# ---- design 1 ----
Figure 1. Clock wires, drivers and flops (design 1).
Bar = 20 µm.
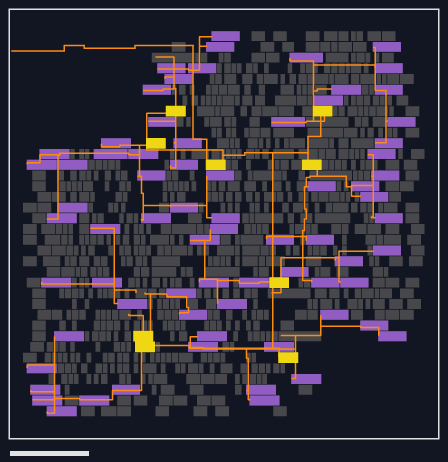

===== src/rtl/epl_fi_ctrl_sub.sv =====
// Fault-injection controller: holds word/bit masks, arms injection through a
// small config-write port, and counts the reads that were actually disturbed.
module epl_fi_ctrl_sub #(
    parameter int ADDR_WIDTH  = 5,
    parameter int WORD        = 32,
    parameter int TWORD_WIDTH = 16,
    parameter int CNT_WIDTH   = 8
) (
    input  logic                   pCLK_i,
    input  logic                   pRST_i,
    input  logic [ADDR_WIDTH-1:0]  pA_i,
    input  logic                   pREAD_i,
    input  logic                   pCfgWe_i,
    input  logic [1:0]             pCfgSel_i,
    input  logic [ADDR_WIDTH-1:0]  pCfgAddr_i,
    input  logic [TWORD_WIDTH-1:0] pCfgData_i,
    output logic                   pFIEN_o,
    output logic [WORD-1:0]        pFiWordMask_o,
    output logic [TWORD_WIDTH-1:0] pFiBitMask_o,
    output logic                   pFiDone_o,
    output logic [CNT_WIDTH-1:0]   pFiHitCnt_o
);

    typedef enum logic [1:0] {ST_IDLE = 2'd0, ST_ARMED = 2'd1, ST_DONE = 2'd2} state_t;
    typedef enum logic [1:0] {M_OFF = 2'd0, M_ONESHOT = 2'd1, M_COUNT = 2'd2, M_CONT = 2'd3} mode_t;

    localparam logic [1:0] SEL_CTRL  = 2'd0;
    localparam logic [1:0] SEL_WMASK = 2'd1;
    localparam logic [1:0] SEL_BMASK = 2'd2;
    localparam logic [1:0] SEL_CLEAR = 2'd3;

    localparam logic [CNT_WIDTH-1:0] CNT_ONE = {{(CNT_WIDTH-1){1'b0}}, 1'b1};
    localparam logic [CNT_WIDTH-1:0] CNT_MAX = {CNT_WIDTH{1'b1}};

    state_t                   state_q, state_d;
    mode_t                    mode_q, mode_d;
    logic                     rot_q, rot_d;
    logic [CNT_WIDTH-1:0]     remain_q, remain_d;
    logic [CNT_WIDTH-1:0]     hitcnt_q, hitcnt_d;
    logic [WORD-1:0]          wmask_q, wmask_d;
    logic [TWORD_WIDTH-1:0]   bmask_q, bmask_d;
    logic                     fien_q, done_q;
    logic                     hit;
    mode_t                    cfg_mode;
    logic [CNT_WIDTH-1:0]     cfg_n;

    // Same condition the downstream stage uses to disturb the read data.
    assign hit      = pREAD_i & fien_q & wmask_q[pA_i];
    assign cfg_mode = mode_t'(pCfgData_i[1:0]);
    assign cfg_n    = pCfgData_i[CNT_WIDTH+1:2];

    always_comb begin
        state_d  = state_q;
        mode_d   = mode_q;
        rot_d    = rot_q;
        remain_d = remain_q;
        hitcnt_d = hitcnt_q;
        wmask_d  = wmask_q;
        bmask_d  = bmask_q;
        if (pCfgWe_i) begin
            case (pCfgSel_i)
                SEL_CTRL: begin
                    mode_d = cfg_mode;
                    rot_d  = pCfgData_i[CNT_WIDTH+2];
                    if (cfg_mode == M_OFF) begin
                        state_d = ST_IDLE;
                    end else begin
                        state_d  = ST_ARMED;
                        hitcnt_d = '0;
                        remain_d = (cfg_mode == M_ONESHOT) ? CNT_ONE : cfg_n;
                        if (cfg_mode == M_COUNT && cfg_n == '0) state_d = ST_DONE;
                    end
                end
                SEL_WMASK: wmask_d[pCfgAddr_i] = pCfgData_i[0];
                SEL_BMASK: bmask_d = pCfgData_i;
                SEL_CLEAR: begin
                    wmask_d  = '0;
                    bmask_d  = '0;
                    hitcnt_d = '0;
                    state_d  = ST_IDLE;
                end
                default: ;
            endcase
        end else if (hit && state_q == ST_ARMED) begin
            if (hitcnt_q != CNT_MAX) hitcnt_d = hitcnt_q + CNT_ONE;
            if (rot_q) bmask_d = {bmask_q[TWORD_WIDTH-2:0], bmask_q[TWORD_WIDTH-1]};
            // ONESHOT is armed with remaining=1, so it shares the COUNT path.
            if (mode_q == M_ONESHOT || mode_q == M_COUNT) begin
                remain_d = remain_q - CNT_ONE;
                if (remain_q == CNT_ONE) state_d = ST_DONE;
            end
        end
    end

    always_ff @(posedge pCLK_i) begin
        if (pRST_i) begin
            state_q  <= ST_IDLE;
            mode_q   <= M_OFF;
            rot_q    <= 1'b0;
            remain_q <= '0;
            hitcnt_q <= '0;
            wmask_q  <= '0;
            bmask_q  <= '0;
            fien_q   <= 1'b0;
            done_q   <= 1'b0;
        end else begin
            state_q  <= state_d;
            mode_q   <= mode_d;
            rot_q    <= rot_d;
            remain_q <= remain_d;
            hitcnt_q <= hitcnt_d;
            wmask_q  <= wmask_d;
            bmask_q  <= bmask_d;
            fien_q   <= (state_d == ST_ARMED);
            done_q   <= (state_d == ST_DONE);
        end
    end

    assign pFIEN_o       = fien_q;
    assign pFiDone_o     = done_q;
    assign pFiHitCnt_o   = hitcnt_q;
    assign pFiWordMask_o = wmask_q;
    assign pFiBitMask_o  = bmask_q;

endmodule


===== config.mk =====
export PLATFORM = sky130hd
export DESIGN_NAME = epl_fi_ctrl_sub
export DESIGN_NICKNAME = d
export VERILOG_FILES = /design/src/rtl/epl_fi_ctrl_sub.sv
export SDC_FILE = /design/constraint.sdc
export NUM_CORES = 1
export LEC_CHECK = 0
export ABC_AREA = 1
export CORE_MARGIN = 3
export CORE_UTILIZATION = 40
export CTS_BUF_LIST = sky130_fd_sc_hd__clkbuf_8
export DETAILED_ROUTE_END_ITERATION = 12
export GPL_TIMING_DRIVEN = 0
export PLACE_DENSITY = 0.77
export SLEW_MARGIN = 20
export SYNTH_ARGS = -nofsm -noshare
export SYNTH_HDL_FRONTEND = slang
export SYNTH_SLANG_ARGS = --single-unit

===== constraint.sdc =====
create_clock -name pCLK_i -period 1.6 [get_ports pCLK_i]
set_input_delay 0.16 -clock pCLK_i [delete_from_list [all_inputs] [get_ports pCLK_i]]
set_output_delay 0.16 -clock pCLK_i [all_outputs]
set_load 0.01 [all_outputs]

# ---- design 2 ----
<file path="config.mk">
export PLATFORM = sky130hd
export DESIGN_NAME = contador_display_mux
export DESIGN_NICKNAME = d
export VERILOG_FILES = /design/src/rtl/contador_pkg.sv /design/src/rtl/contador_display_mux_decod.sv /design/src/rtl/contador_display_mux.sv
export SDC_FILE = /design/constraint.sdc
export NUM_CORES = 1
export LEC_CHECK = 0
export CAP_MARGIN = 20
export CORE_MARGIN = 5
export CORE_UTILIZATION = 45
export CTS_BUF_LIST = sky130_fd_sc_hd__clkbuf_8 sky130_fd_sc_hd__clkbuf_16
export DETAILED_ROUTE_END_ITERATION = 6
export GPL_TIMING_DRIVEN = 1
export PLACE_DENSITY = 0.75
export SLEW_MARGIN = 20
export SYNTH_ARGS = -nofsm -noshare
export SYNTH_HDL_FRONTEND = slang
export SYNTH_SLANG_ARGS = --single-unit
</file>
<file path="constraint.sdc">
create_clock -name clock -period 5.75 [get_ports clock]
set_input_delay 0.8625 -clock clock [delete_from_list [all_inputs] [get_ports clock]]
set_output_delay 0.8625 -clock clock [all_outputs]
set_load 0.05 [all_outputs]
</file>
<file path="src/rtl/contador_pkg.sv">
`default_nettype none
// ============================================================================
// Module   : contador_pkg
// Purpose  : Shared types and constants for the counter display stage:
//            scan state enumeration, blank codes for segments and anodes,
//            and the active-low 7-segment code table (gfedcba).
// Revision : 1.0 - initial release
// ============================================================================
package contador_pkg;

  // Scan sequence: units digit, blank, tens digit, blank.
  typedef enum logic [1:0] {
    UNI  = 2'd0,
    BLK1 = 2'd1,
    DEZ  = 2'd2,
    BLK2 = 2'd3
  } estado_t;

  localparam logic [6:0] SEG_APAGADO = 7'h7F;
  localparam logic [1:0] AN_APAGADO  = 2'b11;
  localparam logic [1:0] AN_UNIDADE  = 2'b10;
  localparam logic [1:0] AN_DEZENA   = 2'b01;

  // Active-low segment codes for digits 0..9, bit order g,f,e,d,c,b,a.
  localparam logic [6:0] SEG_CODIGOS [0:9] = '{
    7'b1000000,  // 0
    7'b1111001,  // 1
    7'b0100100,  // 2
    7'b0110000,  // 3
    7'b0011001,  // 4
    7'b0010010,  // 5
    7'b0000010,  // 6
    7'b1111000,  // 7
    7'b0000000,  // 8
    7'b0010000   // 9
  };

  // Codes above 9 cannot come from the BCD stage; they map to blank so a
  // corrupted digit never lights a random pattern.
  function automatic logic [6:0] codigo_seg(input logic [3:0] digito);
    logic [6:0] r;
    r = SEG_APAGADO;
    if (digito <= 4'd9) begin
      r = SEG_CODIGOS[digito];
    end
    return r;
  endfunction

endpackage
`default_nettype wire

</file>
<file path="src/rtl/contador_display_mux_decod.sv">
`default_nettype none
// ============================================================================
// Module   : decod_7seg
// Purpose  : Combinational BCD digit to active-low 7-segment decoder.
// Ports    : digito [3:0] in  - BCD digit 0..9 (others decode to blank)
//            seg    [6:0] out - segments g,f,e,d,c,b,a, active-low
// Revision : 1.0 - initial release
// ============================================================================
module decod_7seg
  import contador_pkg::*;
(
  input  logic [3:0] digito,
  output logic [6:0] seg
);

  assign seg = codigo_seg(digito);

endmodule
`default_nettype wire

</file>
<file path="src/rtl/contador_display_mux.sv">
`default_nettype none
// ============================================================================
// Module   : contador_display_mux
// Purpose  : Consumer stage for a 4-bit up/down counter value. Registers the
//            value, flags each change and its direction, converts it to two
//            decimal digits and time-multiplexes two common-anode 7-segment
//            digits with a one-cycle blank slot between them.
// Params   : REFRESH_DIV - cycles each digit stays lit (>= 2)
// Macro    : CONTADOR_DISPLAY_BLANK_ZERO_EN - when defined, a tens digit of 0
//            is blanked (leading-zero suppression); anode still driven.
// Ports    : clock        in  - system clock, rising edge
//            resert       in  - asynchronous active-high reset
//            valor  [3:0] in  - counter value 0..15
//            seg    [6:0] out - segments g..a, active-low
//            an     [1:0] out - anodes, active-low; an[0]=units, an[1]=tens
//            direcao      out - 1 = last change upward, 0 = downward
//            mudou        out - one-cycle pulse per value change
// Revision : 1.0 - initial release
// ============================================================================
module contador_display_mux
  import contador_pkg::*;
#(
  parameter int REFRESH_DIV = 50000
) (
  input  logic       clock,
  input  logic       resert,
  input  logic [3:0] valor,
  output logic [6:0] seg,
  output logic [1:0] an,
  output logic       direcao,
  output logic       mudou
);

  localparam int CNT_W = (REFRESH_DIV > 2) ? $clog2(REFRESH_DIV) : 1;
  localparam logic [CNT_W-1:0] C_CNT_MAX = CNT_W'(REFRESH_DIV - 1);

  localparam logic [1:0] ST_UNI  = UNI;
  localparam logic [1:0] ST_BLK1 = BLK1;
  localparam logic [1:0] ST_DEZ  = DEZ;
  localparam logic [1:0] ST_BLK2 = BLK2;

  // --------------------------------------------------------------------------
  // Input stage and change detection
  // --------------------------------------------------------------------------
  logic [3:0] r_valor_q;
  logic [3:0] r_valor_ant;
  logic       r_direcao;
  logic       r_mudou;

  always_ff @(posedge clock or posedge resert) begin
    if (resert) begin
      r_valor_q   <= 4'd0;
      r_valor_ant <= 4'd0;
      r_direcao   <= 1'b1;
      r_mudou     <= 1'b0;
    end else begin
      r_valor_q   <= valor;
      r_valor_ant <= r_valor_q;
      r_mudou     <= (r_valor_q != r_valor_ant);
      // Plain unsigned compare: a 15->0 wrap from an upstream reset reads
      // as a downward step, which is the intended interpretation.
      if (r_valor_q != r_valor_ant) begin
        r_direcao <= (r_valor_q > r_valor_ant);
      end
    end
  end

  assign mudou   = r_mudou;
  assign direcao = r_direcao;

  // --------------------------------------------------------------------------
  // BCD split: value is at most 15, so the tens digit is a single bit.
  // --------------------------------------------------------------------------
  logic       r_dezena;
  logic [3:0] r_unidade;

  always_ff @(posedge clock or posedge resert) begin
    if (resert) begin
      r_dezena  <= 1'b0;
      r_unidade <= 4'd0;
    end else if (r_valor_q >= 4'd10) begin
      r_dezena  <= 1'b1;
      r_unidade <= r_valor_q - 4'd10;
    end else begin
      r_dezena  <= 1'b0;
      r_unidade <= r_valor_q;
    end
  end

  // --------------------------------------------------------------------------
  // Scan state machine
  // --------------------------------------------------------------------------
  logic [1:0]       r_estado;
  logic [CNT_W-1:0] r_cnt;
  logic [1:0]       w_prox_estado;
  logic [CNT_W-1:0] w_prox_cnt;

  always_comb begin
    w_prox_estado = r_estado;
    w_prox_cnt    = r_cnt;
    case (r_estado)
      ST_UNI: begin
        if (r_cnt == C_CNT_MAX) begin
          w_prox_estado = ST_BLK1;
          w_prox_cnt    = '0;
        end else begin
          w_prox_cnt = r_cnt + 1'b1;
        end
      end
      ST_BLK1: begin
        w_prox_estado = ST_DEZ;
        w_prox_cnt    = '0;
      end
      ST_DEZ: begin
        if (r_cnt == C_CNT_MAX) begin
          w_prox_estado = ST_BLK2;
          w_prox_cnt    = '0;
        end else begin
          w_prox_cnt = r_cnt + 1'b1;
        end
      end
      default: begin
        w_prox_estado = ST_UNI;
        w_prox_cnt    = '0;
      end
    endcase
  end

  always_ff @(posedge clock or posedge resert) begin
    if (resert) begin
      r_estado <= ST_BLK2;
      r_cnt    <= '0;
    end else begin
      r_estado <= w_prox_estado;
      r_cnt    <= w_prox_cnt;
    end
  end

  // --------------------------------------------------------------------------
  // Output path: a single decoder is shared, its input chosen by the state
  // being entered so seg/an are registered Moore outputs of that state.
  // --------------------------------------------------------------------------
  logic [3:0] w_digito;
  logic [6:0] w_seg_dec;
  logic [6:0] w_seg_prox;
  logic [1:0] w_an_prox;

  assign w_digito = (w_prox_estado == ST_DEZ) ? {3'b000, r_dezena} : r_unidade;

  decod_7seg u_decod (
    .digito (w_digito),
    .seg    (w_seg_dec)
  );

  always_comb begin
    w_seg_prox = SEG_APAGADO;
    w_an_prox  = AN_APAGADO;
    case (w_prox_estado)
      ST_UNI: begin
        w_seg_prox = w_seg_dec;
        w_an_prox  = AN_UNIDADE;
      end
      ST_DEZ: begin
        w_an_prox = AN_DEZENA;
`ifdef CONTADOR_DISPLAY_BLANK_ZERO_EN
        w_seg_prox = r_dezena ? w_seg_dec : SEG_APAGADO;
`else
        w_seg_prox = w_seg_dec;
`endif
      end
      default: begin
        w_seg_prox = SEG_APAGADO;
        w_an_prox  = AN_APAGADO;
      end
    endcase
  end

  logic [6:0] r_seg;
  logic [1:0] r_an;

  always_ff @(posedge clock or posedge resert) begin
    if (resert) begin
      r_seg <= SEG_APAGADO;
      r_an  <= AN_APAGADO;
    end else begin
      r_seg <= w_seg_prox;
      r_an  <= w_an_prox;
    end
  end

  assign seg = r_seg;
  assign an  = r_an;

endmodule
`default_nettype wire

</file>
# ---- design 3 ----
$ cat config.mk
export PLATFORM = sky130hd
export DESIGN_NAME = json_frame_ctrl
export DESIGN_NICKNAME = d
export VERILOG_FILES = /design/src/rtl/json_frame_ctrl.sv
export SDC_FILE = /design/constraint.sdc
export NUM_CORES = 1
export LEC_CHECK = 0
export ABC_AREA = 1
export CORE_ASPECT_RATIO = 1.1
export CORE_MARGIN = 4
export CORE_UTILIZATION = 50
export DETAILED_ROUTE_END_ITERATION = 16
export DONT_BUFFER_PORTS = 1
export PLACE_DENSITY_LB_ADDON = 0.3
export SYNTH_ARGS = -nofsm -noshare
export SYNTH_HDL_FRONTEND = slang
export SYNTH_SLANG_ARGS = --single-unit
$ cat constraint.sdc
create_clock -name clk -period 7 [get_ports clk]
set_clock_uncertainty 0.2 [all_clocks]
set_input_delay 1.75 -clock clk [delete_from_list [all_inputs] [get_ports clk]]
set_output_delay 1.75 -clock clk [all_outputs]
set_load 0.02 [all_outputs]
$ cat src/rtl/json_frame_ctrl.sv
// json_frame_ctrl: streaming structural checker for framed JSON text.
// Tracks string/escape context and an object/array nesting stack, then
// emits one result per frame (error kind, first-error position, max depth).
// Optional feature macro: JSON_ESCAPE_CHECK_EN (strict escape validation,
// including \uXXXX hex digits). Without it, any byte after '\' is accepted.
module json_frame_ctrl #(
    parameter int MAX_DEPTH = 32,
    parameter int DEPTH_W   = $clog2(MAX_DEPTH + 1),
    parameter int POS_W     = 16
) (
    input  logic               clk,
    input  logic               rst_n,
    input  logic               s_valid,
    output logic               s_ready,
    input  logic [7:0]         s_data,
    input  logic               s_last,
    output logic [DEPTH_W-1:0] depth,
    output logic               res_valid,
    output logic [2:0]         res_err,
    output logic [POS_W-1:0]   res_pos,
    output logic [DEPTH_W-1:0] res_max_depth
);
    localparam logic [2:0] E_OK       = 3'd0;
    localparam logic [2:0] E_EOI      = 3'd1;
    localparam logic [2:0] E_UNEXP    = 3'd2;
    localparam logic [2:0] E_TRAIL    = 3'd3;
    localparam logic [2:0] E_OVF      = 3'd4;
    localparam logic [2:0] E_BAD_CHAR = 3'd5;
`ifdef JSON_ESCAPE_CHECK_EN
    localparam logic [2:0] E_BAD_ESC  = 3'd6;
`endif
    localparam logic [2:0] E_NOT_CONT = 3'd7;

    localparam logic [DEPTH_W-1:0] DEPTH_FULL = DEPTH_W'(MAX_DEPTH);
    localparam logic [POS_W-1:0]   POS_SAT    = '1;

    typedef enum logic [2:0] {
        S_IDLE,
        S_STRUCT,
        S_STRING,
        S_ESCAPE,
`ifdef JSON_ESCAPE_CHECK_EN
        S_UHEX,
`endif
        S_TAIL,
        S_DRAIN,
        S_RESULT
    } state_t;

    state_t             state_q, state_d;
    logic [DEPTH_W-1:0] depth_q, depth_d;
    // Shift-register stack: bit 0 is the top (1 = object, 0 = array).
    // One spare bit above MAX_DEPTH keeps the slices legal when MAX_DEPTH == 1.
    logic [MAX_DEPTH:0] stack_q, stack_d;
    logic [POS_W-1:0]   pos_q, pos_d;
    logic [DEPTH_W-1:0] max_q, max_d;
    logic [2:0]         err_q, err_d;
    logic [POS_W-1:0]   err_pos_q, err_pos_d;
    logic               s_ready_q;
    logic               res_valid_q, res_valid_d;
    logic [2:0]         res_err_q, res_err_d;
    logic [POS_W-1:0]   res_pos_q, res_pos_d;
    logic [DEPTH_W-1:0] res_max_q, res_max_d;
`ifdef JSON_ESCAPE_CHECK_EN
    logic [1:0]         hex_cnt_q, hex_cnt_d;
    logic               is_hex;
`endif

    logic               accept, is_ws, is_open, do_push, do_pop, fault;
    logic [2:0]         fault_code;
    logic [DEPTH_W-1:0] depth_inc;

    assign accept    = s_valid && s_ready_q;
    assign is_ws     = (s_data == 8'h20) || (s_data == 8'h09) ||
                       (s_data == 8'h0A) || (s_data == 8'h0D);
    assign is_open   = (s_data == 8'h7B) || (s_data == 8'h5B);
    assign depth_inc = depth_q + DEPTH_W'(1);
`ifdef JSON_ESCAPE_CHECK_EN
    assign is_hex    = ((s_data >= 8'h30) && (s_data <= 8'h39)) ||
                       ((s_data >= 8'h41) && (s_data <= 8'h46)) ||
                       ((s_data >= 8'h61) && (s_data <= 8'h66));
`endif

    // Next-state logic: classify the accepted byte, update stack and result.
    always_comb begin
        state_d     = state_q;
        depth_d     = depth_q;
        stack_d     = stack_q;
        pos_d       = pos_q;
        max_d       = max_q;
        err_d       = err_q;
        err_pos_d   = err_pos_q;
        res_valid_d = 1'b0;
        res_err_d   = res_err_q;
        res_pos_d   = res_pos_q;
        res_max_d   = res_max_q;
        do_push     = 1'b0;
        do_pop      = 1'b0;
        fault       = 1'b0;
        fault_code  = E_OK;
`ifdef JSON_ESCAPE_CHECK_EN
        hex_cnt_d   = hex_cnt_q;
`endif
        if (state_q == S_RESULT) begin
            // Bubble cycle after a result: clear all per-frame context.
            state_d   = S_IDLE;
            depth_d   = '0;
            stack_d   = '0;
            pos_d     = '0;
            max_d     = '0;
            err_d     = E_OK;
            err_pos_d = '0;
        end else if (accept) begin
            pos_d = (pos_q == POS_SAT) ? pos_q : pos_q + POS_W'(1);
            case (state_q)
                S_IDLE: begin
                    if (is_open) begin
                        do_push = 1'b1;
                    end else if (!is_ws) begin
                        fault      = 1'b1;
                        fault_code = E_NOT_CONT;
                    end
                end
                S_STRUCT: begin
                    if (is_open) begin
                        do_push = 1'b1;
                    end else if (s_data == 8'h7D || s_data == 8'h5D) begin
                        // '}' must close an object, ']' an array
                        if (stack_q[0] == (s_data == 8'h7D)) begin
                            do_pop = 1'b1;
                        end else begin
                            fault      = 1'b1;
                            fault_code = E_UNEXP;
                        end
                    end else if (s_data == 8'h22) begin
                        state_d = S_STRING;
                    end
                end
                S_STRING: begin
                    if (s_data == 8'h5C) begin
                        state_d = S_ESCAPE;
                    end else if (s_data == 8'h22) begin
                        state_d = S_STRUCT;
                    end else if (s_data < 8'h20) begin
                        fault      = 1'b1;
                        fault_code = E_BAD_CHAR;
                    end
                end
                S_ESCAPE: begin
`ifdef JSON_ESCAPE_CHECK_EN
                    case (s_data)
                        8'h22, 8'h5C, 8'h2F, 8'h62, 8'h66, 8'h6E, 8'h72, 8'h74:
                            state_d = S_STRING;
                        8'h75: begin
                            state_d   = S_UHEX;
                            hex_cnt_d = 2'd0;
                        end
                        default: begin
                            fault      = 1'b1;
                            fault_code = E_BAD_ESC;
                        end
                    endcase
`else
                    state_d = S_STRING;
`endif
                end
`ifdef JSON_ESCAPE_CHECK_EN
                S_UHEX: begin
                    if (!is_hex) begin
                        fault      = 1'b1;
                        fault_code = E_BAD_ESC;
                    end else if (hex_cnt_q == 2'd3) begin
                        state_d = S_STRING;
                    end else begin
                        hex_cnt_d = hex_cnt_q + 2'd1;
                    end
                end
`endif
                S_TAIL: begin
                    if (!is_ws) begin
                        fault      = 1'b1;
                        fault_code = E_TRAIL;
                    end
                end
                default: ; // DRAIN discards bytes until the frame ends
            endcase

            if (do_push) begin
                if (depth_q == DEPTH_FULL) begin
                    fault      = 1'b1;
                    fault_code = E_OVF;
                end else begin
                    stack_d = {stack_q[MAX_DEPTH-1:0], (s_data == 8'h7B)};
                    depth_d = depth_inc;
                    if (depth_inc > max_q) max_d = depth_inc;
                    state_d = S_STRUCT;
                end
            end
            if (do_pop) begin
                stack_d = {1'b0, stack_q[MAX_DEPTH:1]};
                depth_d = depth_q - DEPTH_W'(1);
                if (depth_q == DEPTH_W'(1)) state_d = S_TAIL;
            end
            if (fault) begin
                err_d     = fault_code;
                err_pos_d = pos_q;
                state_d   = S_DRAIN;
            end
            if (s_last) begin
                res_valid_d = 1'b1;
                res_max_d   = max_d;
                if (fault) begin
                    res_err_d = fault_code;
                    res_pos_d = pos_q;
                end else if (state_q == S_DRAIN) begin
                    res_err_d = err_q;
                    res_pos_d = err_pos_q;
                end else begin
                    res_err_d = (state_d == S_TAIL) ? E_OK : E_EOI;
                    res_pos_d = pos_q;
                end
                state_d = S_RESULT;
            end
        end
    end

    // State and registered outputs.
    always_ff @(posedge clk or negedge rst_n) begin
        if (!rst_n) begin
            state_q     <= S_IDLE;
            depth_q     <= '0;
            stack_q     <= '0;
            pos_q       <= '0;
            max_q       <= '0;
            err_q       <= E_OK;
            err_pos_q   <= '0;
            s_ready_q   <= 1'b0;
            res_valid_q <= 1'b0;
            res_err_q   <= E_OK;
            res_pos_q   <= '0;
            res_max_q   <= '0;
`ifdef JSON_ESCAPE_CHECK_EN
            hex_cnt_q   <= 2'd0;
`endif
        end else begin
            state_q     <= state_d;
            depth_q     <= depth_d;
            stack_q     <= stack_d;
            pos_q       <= pos_d;
            max_q       <= max_d;
            err_q       <= err_d;
            err_pos_q   <= err_pos_d;
            s_ready_q   <= (state_d != S_RESULT);
            res_valid_q <= res_valid_d;
            res_err_q   <= res_err_d;
            res_pos_q   <= res_pos_d;
            res_max_q   <= res_max_d;
`ifdef JSON_ESCAPE_CHECK_EN
            hex_cnt_q   <= hex_cnt_d;
`endif
        end
    end

    assign s_ready       = s_ready_q;
    assign depth         = depth_q;
    assign res_valid     = res_valid_q;
    assign res_err       = res_err_q;
    assign res_pos       = res_pos_q;
    assign res_max_depth = res_max_q;

endmodule

# ---- design 4 ----
<file path="src/rtl/avmm_sram_controller_pkg.sv">
// Shared definitions for the Avalon-MM to async 16-bit SRAM bridge:
// FSM encoding, data widths and a byte-lane strobe helper.
package avmm_sram_controller_pkg;

  localparam int AVS_DW  = 32;
  localparam int SRAM_DW = 16;

  typedef enum logic [1:0] {
    ST_IDLE = 2'd0,
    ST_LOW  = 2'd1,
    ST_HIGH = 2'd2
  } state_t;

  // Active-low {ub_n, lb_n} for one halfword: writes follow the byte
  // enables, reads always enable both lanes.
  function automatic logic [1:0] lanes_n(input logic wr, input logic [1:0] be2);
    return wr ? ~be2 : 2'b00;
  endfunction

endpackage

</file>
<file path="src/rtl/avmm_sram_controller.sv">
// Avalon-MM slave that splits each 32-bit access into two fixed-latency
// 16-bit accesses (lower halfword, then upper) on an asynchronous SRAM.
module avmm_sram_controller
  import avmm_sram_controller_pkg::*;
#(
  parameter int AVS_AW = 19
) (
  input  logic                clk,
  input  logic                reset,
  input  logic [AVS_AW-1:0]   avs_address,
  input  logic [3:0]          avs_byteenable,
  input  logic                avs_read,
  input  logic                avs_write,
  input  logic [AVS_DW-1:0]   avs_writedata,
  output logic [AVS_DW-1:0]   avs_readdata,
  output logic [AVS_AW-2:0]   sram_addr,
  output logic [SRAM_DW-1:0]  sram_writedata,
  input  logic [SRAM_DW-1:0]  sram_readdata,
  output logic                sram_ce_n,
  output logic                sram_oe_n,
  output logic                sram_we_n,
  output logic                sram_ub_n,
  output logic                sram_lb_n,
  output logic [1:0]          dbg_state
);

  localparam int SRAM_AW = AVS_AW - 1;
  localparam int WA_W    = AVS_AW - 2;

  // Request semantics: avs_read/avs_write are single-cycle pulses accepted
  // only in IDLE (write wins when both are high); there is no waitrequest,
  // the access always takes three cycles and readdata is valid after the
  // third edge. Pulses arriving while busy are dropped.

  state_t               state, state_nx;
  logic                 op_wr_q, op_wr_nx;
  logic [WA_W-1:0]      waddr_q, waddr_nx;
  logic [3:0]           be_q, be_nx;
  logic [AVS_DW-1:0]    wdata_q, wdata_nx;
  logic [SRAM_DW-1:0]   hold_q;

  logic [SRAM_AW-1:0]   addr_nx;
  logic [SRAM_DW-1:0]   wd_nx;
  logic                 ce_nx, oe_nx, we_nx, ub_nx, lb_nx;

  logic                 unused_addr_bits;
  assign unused_addr_bits = ^avs_address[1:0];

  assign dbg_state = state;

  // SRAM pins are registered, so the LOW-cycle values are computed from the
  // incoming request while still in IDLE.
  always_comb begin
    state_nx = state;
    op_wr_nx = op_wr_q;
    waddr_nx = waddr_q;
    be_nx    = be_q;
    wdata_nx = wdata_q;
    addr_nx  = '0;
    wd_nx    = '0;
    ce_nx    = 1'b1;
    oe_nx    = 1'b1;
    we_nx    = 1'b1;
    ub_nx    = 1'b1;
    lb_nx    = 1'b1;
    case (state)
      ST_IDLE: begin
        if (avs_read || avs_write) begin
          state_nx         = ST_LOW;
          op_wr_nx         = avs_write;
          waddr_nx         = avs_address[AVS_AW-1:2];
          be_nx            = avs_byteenable;
          wdata_nx         = avs_writedata;
          addr_nx          = {avs_address[AVS_AW-1:2], 1'b0};
          ce_nx            = 1'b0;
          {ub_nx, lb_nx}   = lanes_n(avs_write, avs_byteenable[1:0]);
          if (avs_write) begin
            we_nx = 1'b0;
            wd_nx = avs_writedata[15:0];
          end else begin
            oe_nx = 1'b0;
          end
        end
      end
      ST_LOW: begin
        state_nx       = ST_HIGH;
        addr_nx        = {waddr_q, 1'b1};
        ce_nx          = 1'b0;
        {ub_nx, lb_nx} = lanes_n(op_wr_q, be_q[3:2]);
        if (op_wr_q) begin
          we_nx = 1'b0;
          wd_nx = wdata_q[31:16];
        end else begin
          oe_nx = 1'b0;
        end
      end
      ST_HIGH: begin
        state_nx = ST_IDLE;
      end
      default: begin
        state_nx = ST_IDLE;
      end
    endcase
  end

  always_ff @(posedge clk or negedge reset) begin
    if (!reset) begin
      state          <= ST_IDLE;
      op_wr_q        <= 1'b0;
      waddr_q        <= '0;
      be_q           <= '0;
      wdata_q        <= '0;
      sram_addr      <= '0;
      sram_writedata <= '0;
      sram_ce_n      <= 1'b1;
      sram_oe_n      <= 1'b1;
      sram_we_n      <= 1'b1;
      sram_ub_n      <= 1'b1;
      sram_lb_n      <= 1'b1;
    end else begin
      state          <= state_nx;
      op_wr_q        <= op_wr_nx;
      waddr_q        <= waddr_nx;
      be_q           <= be_nx;
      wdata_q        <= wdata_nx;
      sram_addr      <= addr_nx;
      sram_writedata <= wd_nx;
      sram_ce_n      <= ce_nx;
      sram_oe_n      <= oe_nx;
      sram_we_n      <= we_nx;
      sram_ub_n      <= ub_nx;
      sram_lb_n      <= lb_nx;
    end
  end

  // Lower halfword is parked at the end of LOW; the word is assembled when
  // the upper halfword arrives at the end of HIGH.
  always_ff @(posedge clk or negedge reset) begin
    if (!reset) begin
      hold_q       <= '0;
      avs_readdata <= '0;
    end else begin
      if (state == ST_LOW && !op_wr_q) begin
        hold_q <= sram_readdata;
      end
      if (state == ST_HIGH && !op_wr_q) begin
        avs_readdata <= {sram_readdata, hold_q};
      end
    end
  end

endmodule

</file>
<file path="config.mk">
export PLATFORM = sky130hd
export DESIGN_NAME = avmm_sram_controller
export DESIGN_NICKNAME = d
export VERILOG_FILES = /design/src/rtl/avmm_sram_controller_pkg.sv /design/src/rtl/avmm_sram_controller.sv
export SDC_FILE = /design/constraint.sdc
export NUM_CORES = 1
export LEC_CHECK = 0
export CAP_MARGIN = 20
export CORE_UTILIZATION = 50
export DETAILED_ROUTE_END_ITERATION = 12
export PLACE_DENSITY = 0.83
export RECOVER_POWER = 25
export SLEW_MARGIN = 20
export SYNTH_ARGS = -nofsm -noshare
export SYNTH_HDL_FRONTEND = slang
export SYNTH_SLANG_ARGS = --single-unit
</file>
<file path="constraint.sdc">
create_clock -name clk -period 3.3 [get_ports clk]
set_input_delay 0.66 -clock clk [delete_from_list [all_inputs] [get_ports clk]]
set_output_delay 0.66 -clock clk [all_outputs]
set_load 0.05 [all_outputs]
</file>
Figure 2. Clock wires, drivers and flops (design 3).
Bar = 20 µm.
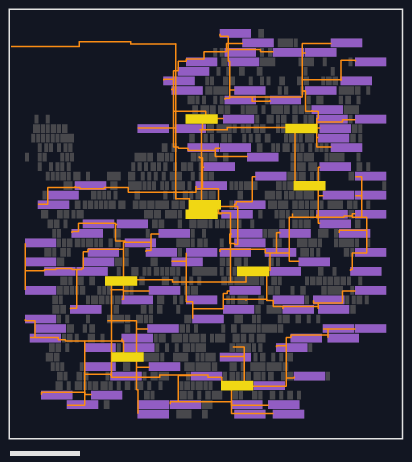
clock drivers: in yellow, count 9. clock wires: in orange, length 1340 µm. flip-flops: in purple, count 110.
There are 10 routed clock nets.

==> results.json, design 3 <==
{
  "met3_usage": 0.0380,
  "synthesis_warning_total": 0,
  "cts_post_setup_buffers_inserted": 0,
  "fin_cells": 856,
  "critical_path.top_delay_family": "simple AND/OR/NAND/NOR gates",
  "pwr-share-comb": 0.291,
  "cp-end-kind": "flop",
  "fin_setup_tns_ns": 0,
  "max_cap_viols": 0,
  "drc": 0,
  "powerClk_w": 0.000499,
  "peakVddDrop_v": 0.000154,
  "r2r-start": "state_q[0]$_DFF_PN0_",
  "cts_max_path_buffers": 2,
  "result_of_the_run": "complete, no violations",
  "fp-utilization": 0.514,
  "clock-root-buffer": "sky130_fd_sc_hd__clkbuf_16",
  "final_setup_fails": 0,
  "synth_cell_types": 40,
  "powerComb_w": 0.000578,
  "io_buffers": 0,
  "overall_power_after_layout_w": 0.00199,
  "top_cells_excl_fill_tap": "134 x sky130_fd_sc_hd__nand2_1, 110 x sky130_fd_sc_hd__dfrtp_1, 94 x sky130_fd_sc_hd__inv_1"
}
[design 3: final cells by class]
cell class                 instances  area, µm²  share of cell area
clock buffer                      12        256              0.0414
multi-input combinational        478       2570               0.416
clock inverter                     4       30.0             0.00485
timing repair buffer               2       15.0             0.00242
inverter                         100        377              0.0608
sequential                       110       2750               0.444
tap                              150        188              0.0303
[design 3: cell families after synthesis]
group	Yosys count	share of synthesized area
fa+ha+maj	11	0.0232
buf+inv	131	0.102
simple gates	272	0.210
compound gates	178	0.176
flops	110	0.464
xor+xnor	17	0.0251
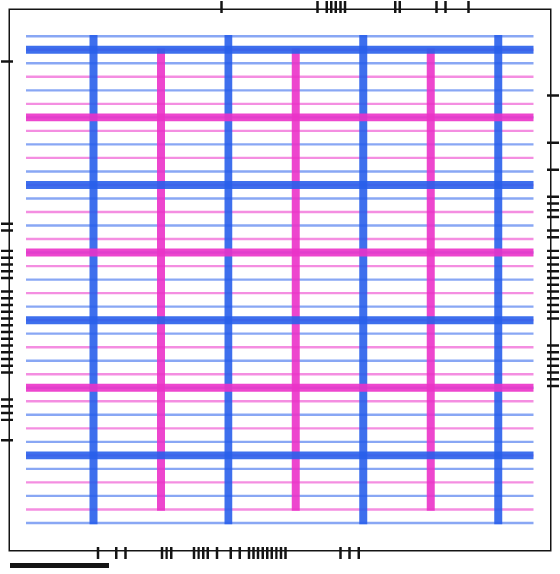
Figure 3: design 1, supply network.
Bar = 20 µm. Pins as bars on the die edge.
VDD: in magenta. VSS: in blue.
37 met1 rails follow the rows. The core has 36 rows. 7 straps on met4.
die x size: 109 µm
placeable core region: 10000 µm²
peak supply drop: 0.000502 V
die extent in y: 109 µm

Figure 4. Placed cells, one colour a class (design 1).
Bar = 20 µm.
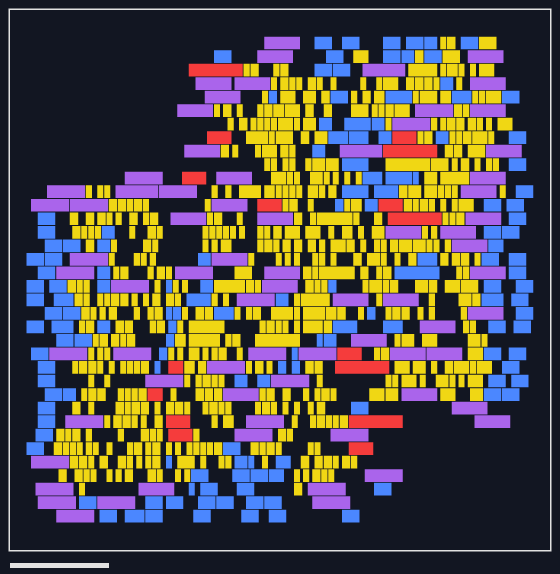
other buffers and delay cells: in blue, cells 145, share of their area 23%. clock drivers and dummy loads: in red, cells 16, share of their area 5.0%. flops: in purple, cells 71, share of their area 25%. combinational and other logic: in yellow, cells 542, share of their area 47%.
cell area after layout: 6020 µm²
Final Core Density: 0.602
Placement Rows: 36
share of the final layout cell area in sequential cells: 0.244

## Picture notes: Figure 1
flip-flops: in purple, count 71. clock drivers: in yellow, count 9. clock wires: in orange, length 989 µm.
Position of the flops: all over the die.

==> results.json, design 1 <==
{
  "ys.flop_type": "sky130_fd_sc_hd__dfxtp_1",
  "failed_checks": "setup timing",
  "result_of_the_run": "finished with violations",
  "drc": 0,
  "overall_power_after_layout_w": 0.00499,
  "int_power_w": 0.00364,
  "layout.area.comb_um2": 2560,
  "routabilityCongestion": 0.915,
  "area_share_nonclk_buffers": 0.225,
  "final_setup_fails": 8,
  "relative_slew_slack": 0.664,
  "final-hold-violation-count": 0,
  "numSynthFlops": 71,
  "cpMaxStageDelayCell": "sky130_fd_sc_hd__dfxtp_4",
  "cp-end-kind": "flop",
  "critPathRequiredTime_ns": 1.88,
  "powerComb_w": 0.000996,
  "finalNetCount": 807,
  "criticalPathCategory": "reg -> reg",
  "maxPowerGroup": "clock",
  "lay_top_count": "sky130_fd_sc_hd__nand2_1",
  "buffers_excl_clock": 145,
  "fin_setup_tns_ns": -1.14,
  "clk_tree_area_frac": 0.0484,
  "endpoint": "pFiHitCnt_o[2]$_SDFFE_PP0P_",
  "holdCritPathClass": "in -> reg",
  "worst-r2r-cell-count": 11,
  "n_clock_buffer": 9,
  "first_global_vias": 4528,
  "power.leakage_nw": 2.39,
  "antennaDiodeCount": 0,
  "switching_share": 0.271,
  "sh_comb_area": 0.426,
  "antenna_found_initial": 0,
  "grt_setup_unrepaired": "true",
  "worst_slack_ns": -0.188
}
design 1: layer usage:
metal	GRT usage	vias up	wire [µm]	part of all wire
li1	-	2376	-	-
met1	0.304	2221	5950	0.43
met2	0.364	260	6410	0.46
met3	0.0450	26	1220	0.089
met4	0.0830	0	211	0.015
met5	0	-	0	0
design 1: cells by family (layout without fill, tap and decap cells):
| kind of cell | count (synthesis) | count (layout) |
|---|---|---|
| AOI/OAI and AO/OA | 138 | 138 |
| xor gates and xnor gates | 6 | 6 |
| adders and majority gates | 6 | 6 |
| buffers and inverters | 83 | 208 |
| DFF | 71 | 71 |
| and+or+nand+nor | 345 | 345 |
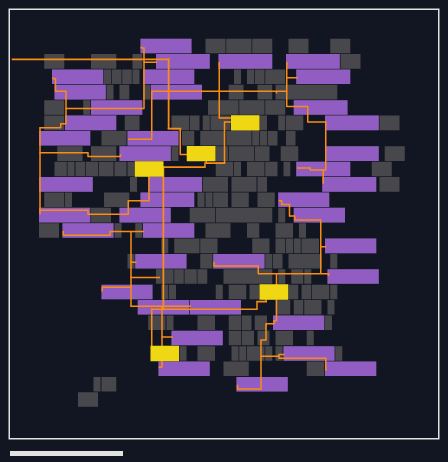
Figure 5: design 2, clock wires, drivers and flops.
Bar = 20 µm.
clock wires: in orange, length 479 µm. flip-flops: in purple, count 41. clock drivers: in yellow, count 5.
Position of the flops: all over the die.

Figure 6. Placed cells, one colour a class (design 2).
Bar = 20 µm.
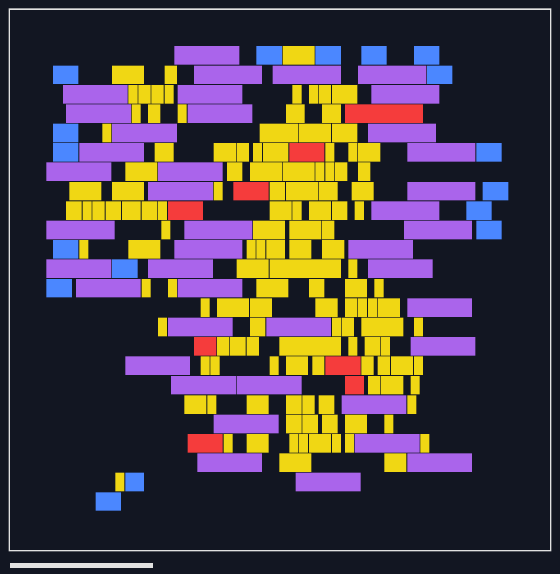
flops: in purple, cells 41, share of their area 47%. clock drivers and dummy loads: in red, cells 8, share of their area 5.2%. combinational and other logic: in yellow, cells 131, share of their area 41%. other buffers and delay cells: in blue, cells 17, share of their area 7.5%.

==> results.json, design 2 <==
{
  "result_of_the_run": "complete, no violations",
  "route.met2.wl_um": 1380,
  "syn-cell-area_um2": 1940,
  "int_power_w": 0.000469,
  "seq_share": 0.454,
  "syn_to_final_growth_pct": 17.8,
  "dp.final_hpwl_um": 2130,
  "remaining_overflow_grt": 0,
  "overall_power_after_layout_w": 0.000631,
  "fin_area_um2": 2290,
  "cts_max_path_buffers": 2,
  "synth.largest_area_cell": "sky130_fd_sc_hd__dfrtp_1",
  "pwr-share-comb": 0.136,
  "fin_setup_tns_ns": 0,
  "power.switching_w": 0.000163,
  "drt_iter0_drc": 103,
  "synth_async_sr_flop_share": 1.00,
  "worstHoldStart": "r_valor_q[0]$_DFF_PP0_",
  "lay_top_count": "sky130_fd_sc_hd__dfrtp_1",
  "critical_path.top_delay_family": "AND-OR/OR-AND gates",
  "final-hold-violation-count": 0,
  "final_setup_fails": 0,
  "synth_cell_types": 37,
  "detail_route.wl_per_cell_um": 12.2,
  "netlist.top_cell.by_instances": "sky130_fd_sc_hd__dfrtp_1",
  "pwr-share-seq": 0.497,
  "powerComb_w": 0.0000858,
  "r2r_setup_slack_ns": 2.98,
  "mappedNetlistNets": 194,
  "share_clk_of_total_power": 0.367,
  "total_cts_buffers": 5,
  "crit_path_start": "r_cnt[0]$_DFF_PP0_"
}
design 2: metal layers:
layer	vias up	track usage
met3	4	0.0383
met2	26	0.192
li1	634	-
met4	0	0.0544
met5	-	0
met1	597	0.167
design 2: flip-flops by register name, indices dropped and copies added (netlist names):
name	cells
mudou	1
seg	7
r_estado	2
r_unidade	4
an	2
r_valor_q	4
direcao	1
r_valor_ant	3
r_dezena	1
r_cnt	16
Figure 7. Supply network (design 4).
Bar = 20 µm. Pins as bars on the die edge.
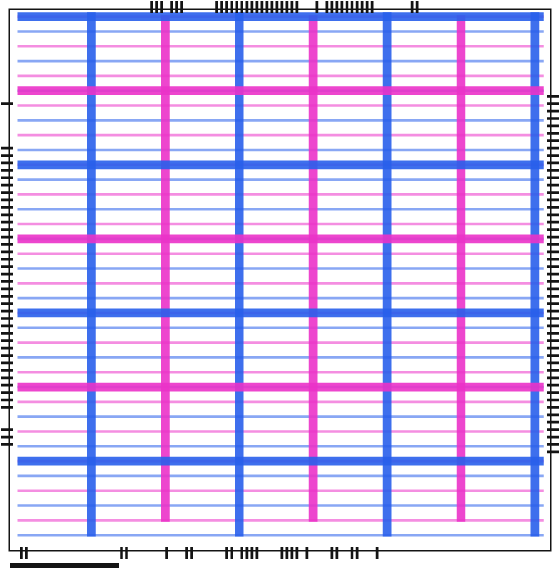
VDD: in magenta. VSS: in blue.
The core has 35 rows. 7 straps on met4. 7 straps on met5. 148 signal pins sit on the boundary.
peak supply drop: 0.000604 V
die extent in y: 99.1 µm

Figure 8. Placed cells, one colour a class (design 4).
Bar = 20 µm.
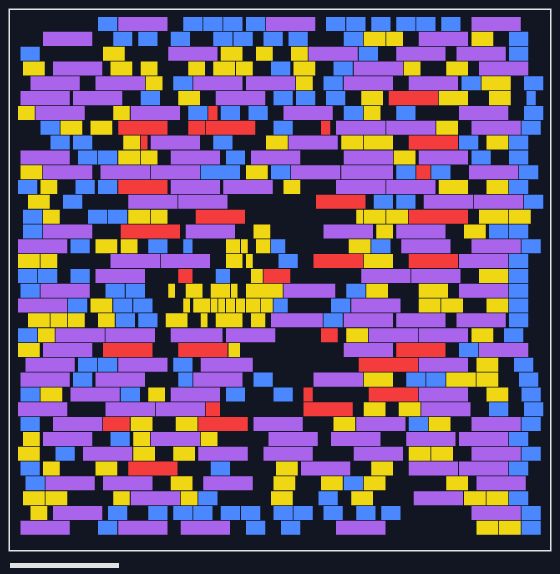
other buffers and delay cells: in blue, cells 151, share of their area 23%. combinational and other logic: in yellow, cells 141, share of their area 22%. clock drivers and dummy loads: in red, cells 30, share of their area 8.7%. flops: in purple, cells 125, share of their area 47%.
Placement Rows: 35
placeable core region: 9200 µm²

==> results.json, design 4 <==
{
  "start_kind": "flop",
  "synth.logic.top_family": "multiplexers",
  "syn_avg_cell_area_um2": 16.6,
  "fin_cells": 558,
  "ys.flop_type": "sky130_fd_sc_hd__dfrtp_1",
  "hold_path_end": "avs_readdata[3]$_DFFE_PN0P_",
  "first_global_vias": 3220,
  "max_incr_delay_on_cp_ns": 0.89,
  "dr.max_layer_used": "met4",
  "syn_to_final_growth_pct": 43.8,
  "failed_checks": "capacitance limit, slew limit",
  "result_of_the_run": "finished with violations",
  "power.leakage_nw": 2.94,
  "groute.usage.overall": 0.217,
  "fin_crit_ns": 2.61,
  "finalMaxSlewViolations": 70,
  "timing.hold.ws_ns": 0.485,
  "synth-area-yosys_um2": 4720,
  "clk_tree_area_frac": 0.0850,
  "max_cap_viols": 1,
  "n_clock_buffer": 19
}
design 4: flip-flops by register name, summed over array words and instances, names as in the netlist, 2 cells and up:
name,flops
waddr_q,17
dbg_state,2
sram_writedata,16
sram_addr,18
hold_q,16
be_q,2
wdata_q,16
avs_readdata,32
design 4: power by group:
part	switching, W	internal (W)	leakage [nW]	total [W]
Combinational	0.00226	0.00161	1.15	0.00387
Sequential	0.000380	0.00231	1.51	0.00269
Clock	0.000645	0.00116	0.276	0.00180

==> notes/layouts.md <==
Pictures saved along the way, in no particular order.

Placed standard cells.
image #1
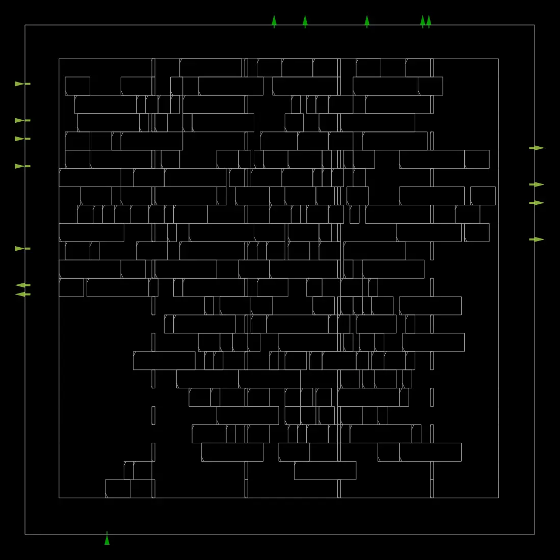
image #2
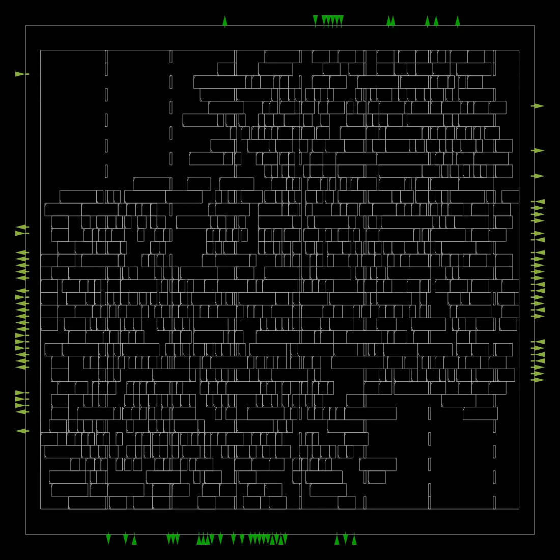
image #3
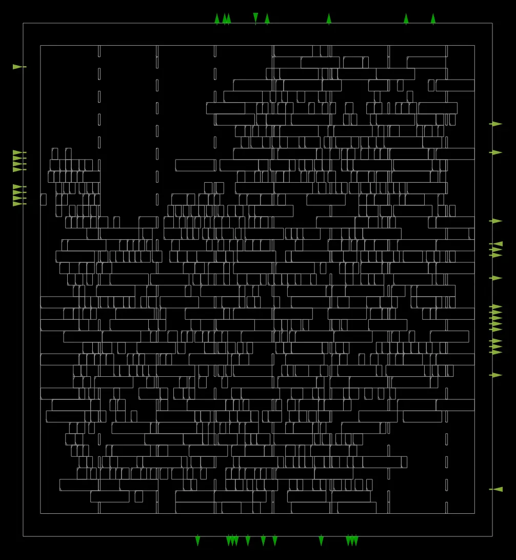
image #4
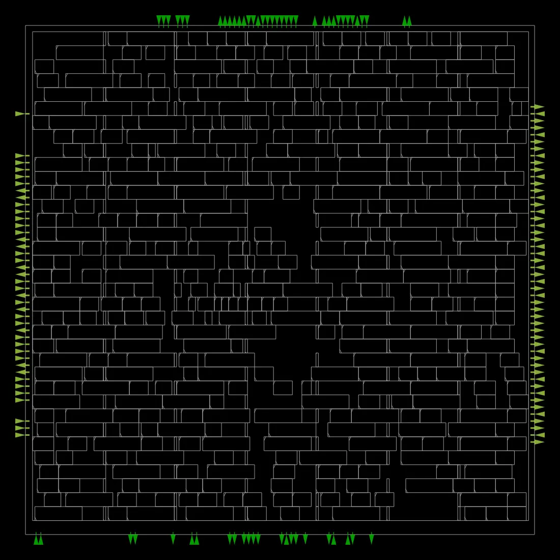
The one with the fewest cells is image #1.
For design 1, see image #2.
For design 3, see image #3.
For design 4, see image #4.
For design 2, see image #1.


# ---- design 5 ----
Figure 9. Supply network (design 5).
Bar = 20 µm. Pins as bars on the die edge.
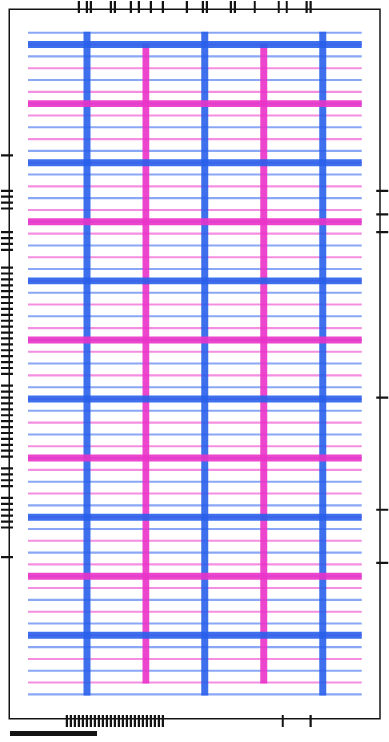
Figure 10. Clock wires, drivers and flops (design 5).
Bar = 20 µm.
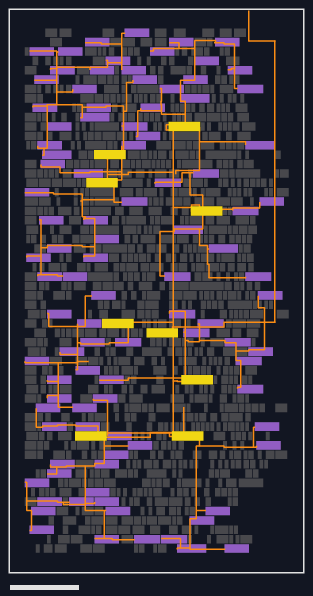
Figure 11. Routed metal, one colour a layer (design 5).
Two of the layers only.
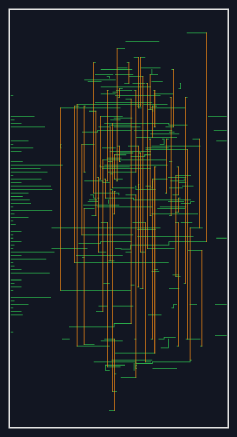
--- src/rtl/fir_data_loader.sv ---
// fir_data_loader: clears the FIR output buffer, then streams coefficient and
// sample words from a valid/ready input into data memory, and finally raises
// load_done so the downstream FIR controller can start.
module fir_data_loader #(
    parameter logic [31:0] INPUT_BASE  = 32'd0,
    parameter logic [31:0] COEFF_BASE  = 32'd64,
    parameter logic [31:0] OUTPUT_BASE = 32'd128,
    parameter int          NUM_TAPS    = 4,
    parameter int          NUM_SAMPLES = 5
) (
    input  logic        clock,
    input  logic        reset,
    input  logic        start,
    input  logic        in_valid,
    output logic        in_ready,
    input  logic [31:0] in_data,
    output logic        mem_we,
    output logic [31:0] mem_addr,
    output logic [31:0] mem_wdata,
    output logic        busy,
    output logic        load_done
);

    typedef enum logic [2:0] {
        IDLE,
        CLEAR_OUT,
        LOAD_COEFF,
        LOAD_INPUT,
        FLUSH,
        DONE
    } state_t;

    localparam logic [31:0] LAST_TAP    = 32'(NUM_TAPS - 1);
    localparam logic [31:0] LAST_SAMPLE = 32'(NUM_SAMPLES - 1);

    state_t      state;
    state_t      next_state;
    logic [31:0] cnt;
    logic [31:0] next_cnt;
    logic        next_we;
    logic [31:0] next_addr;
    logic [31:0] next_wdata;

    // Handshake and status flags decode straight from the state register so
    // in_ready never depends on in_valid in the same cycle.
    assign in_ready  = (state == LOAD_COEFF) || (state == LOAD_INPUT);
    assign busy      = (state != IDLE) && (state != DONE);
    assign load_done = (state == DONE);

    // State, word counter and the registered memory write port.
    always_ff @(posedge clock) begin
        if (reset) begin
            state     <= IDLE;
            cnt       <= 32'd0;
            mem_we    <= 1'b0;
            mem_addr  <= 32'd0;
            mem_wdata <= 32'd0;
        end else begin
            state     <= next_state;
            cnt       <= next_cnt;
            mem_we    <= next_we;
            mem_addr  <= next_addr;
            mem_wdata <= next_wdata;
        end
    end

    // Next-state logic; address and data hold their last value unless a
    // clear cycle or an accepted transfer produces a new write.
    always_comb begin
        next_state = state;
        next_cnt   = cnt;
        next_we    = 1'b0;
        next_addr  = mem_addr;
        next_wdata = mem_wdata;
        case (state)
            IDLE, DONE: begin
                if (start) begin
                    next_state = CLEAR_OUT;
                    next_cnt   = 32'd0;
                end
            end
            CLEAR_OUT: begin
                next_we    = 1'b1;
                next_addr  = OUTPUT_BASE + (cnt << 2);
                next_wdata = 32'd0;
                if (cnt == LAST_SAMPLE) begin
                    next_state = LOAD_COEFF;
                    next_cnt   = 32'd0;
                end else begin
                    next_cnt = cnt + 32'd1;
                end
            end
            LOAD_COEFF: begin
                if (in_valid) begin
                    next_we    = 1'b1;
                    next_addr  = COEFF_BASE + (cnt << 2);
                    next_wdata = in_data;
                    if (cnt == LAST_TAP) begin
                        next_state = LOAD_INPUT;
                        next_cnt   = 32'd0;
                    end else begin
                        next_cnt = cnt + 32'd1;
                    end
                end
            end
            LOAD_INPUT: begin
                if (in_valid) begin
                    next_we    = 1'b1;
                    next_addr  = INPUT_BASE + (cnt << 2);
                    next_wdata = in_data;
                    if (cnt == LAST_SAMPLE) begin
                        next_state = FLUSH;
                        next_cnt   = 32'd0;
                    end else begin
                        next_cnt = cnt + 32'd1;
                    end
                end
            end
            FLUSH: begin
                next_state = DONE;
            end
            default: begin
                next_state = IDLE;
                next_cnt   = 32'd0;
            end
        endcase
    end

endmodule

--- config.mk ---
export PLATFORM = sky130hd
export DESIGN_NAME = fir_data_loader
export DESIGN_NICKNAME = d
export VERILOG_FILES = /design/src/rtl/fir_data_loader.sv
export SDC_FILE = /design/constraint.sdc
export NUM_CORES = 1
export LEC_CHECK = 0
export ABC_AREA = 1
export CAP_MARGIN = 15
export CORE_AREA = 4 4 81 159
export DETAILED_ROUTE_END_ITERATION = 8
export DIE_AREA = 0 0 85 163
export GPL_TIMING_DRIVEN = 0
export PLACE_DENSITY = 0.76
export SLEW_MARGIN = 5
export SYNTH_ARGS = -nofsm -noshare
export SYNTH_HDL_FRONTEND = slang
export SYNTH_SLANG_ARGS = --single-unit
export TNS_END_PERCENT = 50
--- constraint.sdc ---
create_clock -name clock -period 1.9 [get_ports clock]
set_clock_uncertainty 0.2 [all_clocks]
set_input_delay 0.38 -clock clock [delete_from_list [all_inputs] [get_ports clock]]
set_output_delay 0.38 -clock clock [all_outputs]
set_load 0.005 [all_outputs]
==> results.json <==
{
  "busiest_layer": "met2",
  "vias_per_std_cell": 5.72,
  "result_of_the_run": "finished with violations",
  "seq_area_um2": 2010,
  "lay_top_count": "sky130_fd_sc_hd__nand2_1",
  "postPlaceCellArea_um2": 6690,
  "syn_to_final_growth_pct": 49.3,
  "cp-end-kind": "flop",
  "drc": 0,
  "route.met2.wl_um": 11400,
  "top_cell_area_share": 0.356,
  "fp.dieArea_um2": 13900,
  "cts_max_path_buffers": 2,
  "failed_checks": "setup timing",
  "final_min_period_over_clock_period": 1.05,
  "synth_async_sr_flop_share": 0,
  "powerDensity_nw_per_um2": 1070,
  "worst_path_most_repeated_cell": "sky130_fd_sc_hd__nand2_1",
  "hold_path_end": "mem_wdata[12]$_SDFFE_PP0P_",
  "max_incr_delay_on_cp_ns": 0.40,
  "firstDrtPassIters": 6,
  "placeableCoreArea_um2": 11700,
  "crit_path_start": "state[0]$_SDFFE_PP0P_",
  "worst_slack_ns": -0.0877,
  "syn_inst": 861,
  "cts.hold.buffers_added": 0,
  "top_cells_excl_fill_tap": "172 x sky130_fd_sc_hd__nand2_1, 131 x sky130_fd_sc_hd__nand3_1, 97 x sky130_fd_sc_hd__clkdlybuf4s50_1",
  "final_setup_fails": 31,
  "simple_gate_share": 0.412,
  "remaining_overflow_grt": 0,
  "clkSinkCount": 98,
  "critical_path_arrival_ns": 2.10,
  "clkTransAtPathRegs_ns": 0.08,
  "antenna_found_initial": 1
}
## Picture notes: Figure 9
VSS: in blue. VDD: in magenta.
5 straps on met4. The core has 56 rows. 57 met1 rails follow the rows. 104 signal pins sit on the boundary.

## Picture notes: Figure 10
clock drivers: in yellow, count 9. flip-flops: in purple, count 98. clock wires: in orange, length 1390 µm.
Position of the flops: all over the die. There are 10 routed clock nets.
clock share of power: 0.211
Power Clock: 0.00185 W
insertion delay to the later sink of the worst-skew pair: 0.36 ns

## Picture notes: Figure 11
metal 4: in orange, wire length 2190 µm. metal 3: in green, wire length 1700 µm.
average wire per cell in the routed design: 19.4 µm
routed wire length: 22700 µm
vias post-DR: 6669

power by group through the flow:
| stage | clock network, W | logic (W) | registers [W] |
|---|---|---|---|
| final | 0.00185 | 0.00442 | 0.00250 |
| after global routing | 0.00193 | 0.00466 | 0.00253 |
| after CTS | 0.00185 | 0.00383 | 0.00251 |
| after detailed placement | 0 | 0.00301 | 0.00253 |
| after global placement | 0 | 0.00301 | 0.00252 |
| after floorplan | 0 | 0.00163 | 0.00254 |
flip-flops by register name (all words and copies together) (netlist names):
signal,flops
state,3
mem_wdata,32
cnt,32
mem_we,1
mem_addr,30


## Gallery

Routed metal, one colour a layer.
Two of the layers only.
shot_01.png
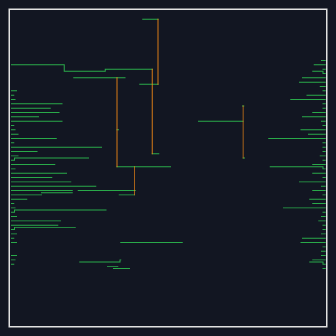
shot_02.png
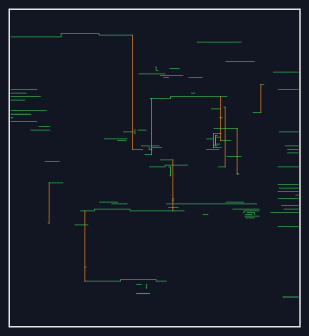
shot_03.png
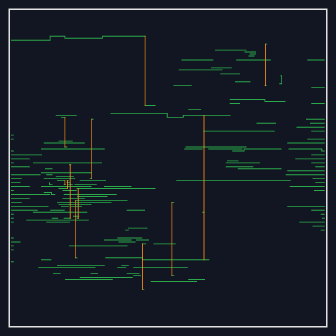
shot_04.png
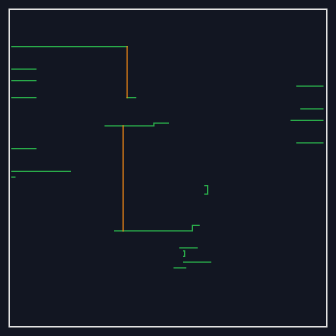
shot_04.png is design 2.
shot_01.png is design 4.
shot_02.png is design 3.
shot_03.png is design 1.
The one with the least wire is shot_04.png.

Power and IR drop assume default switching activity.
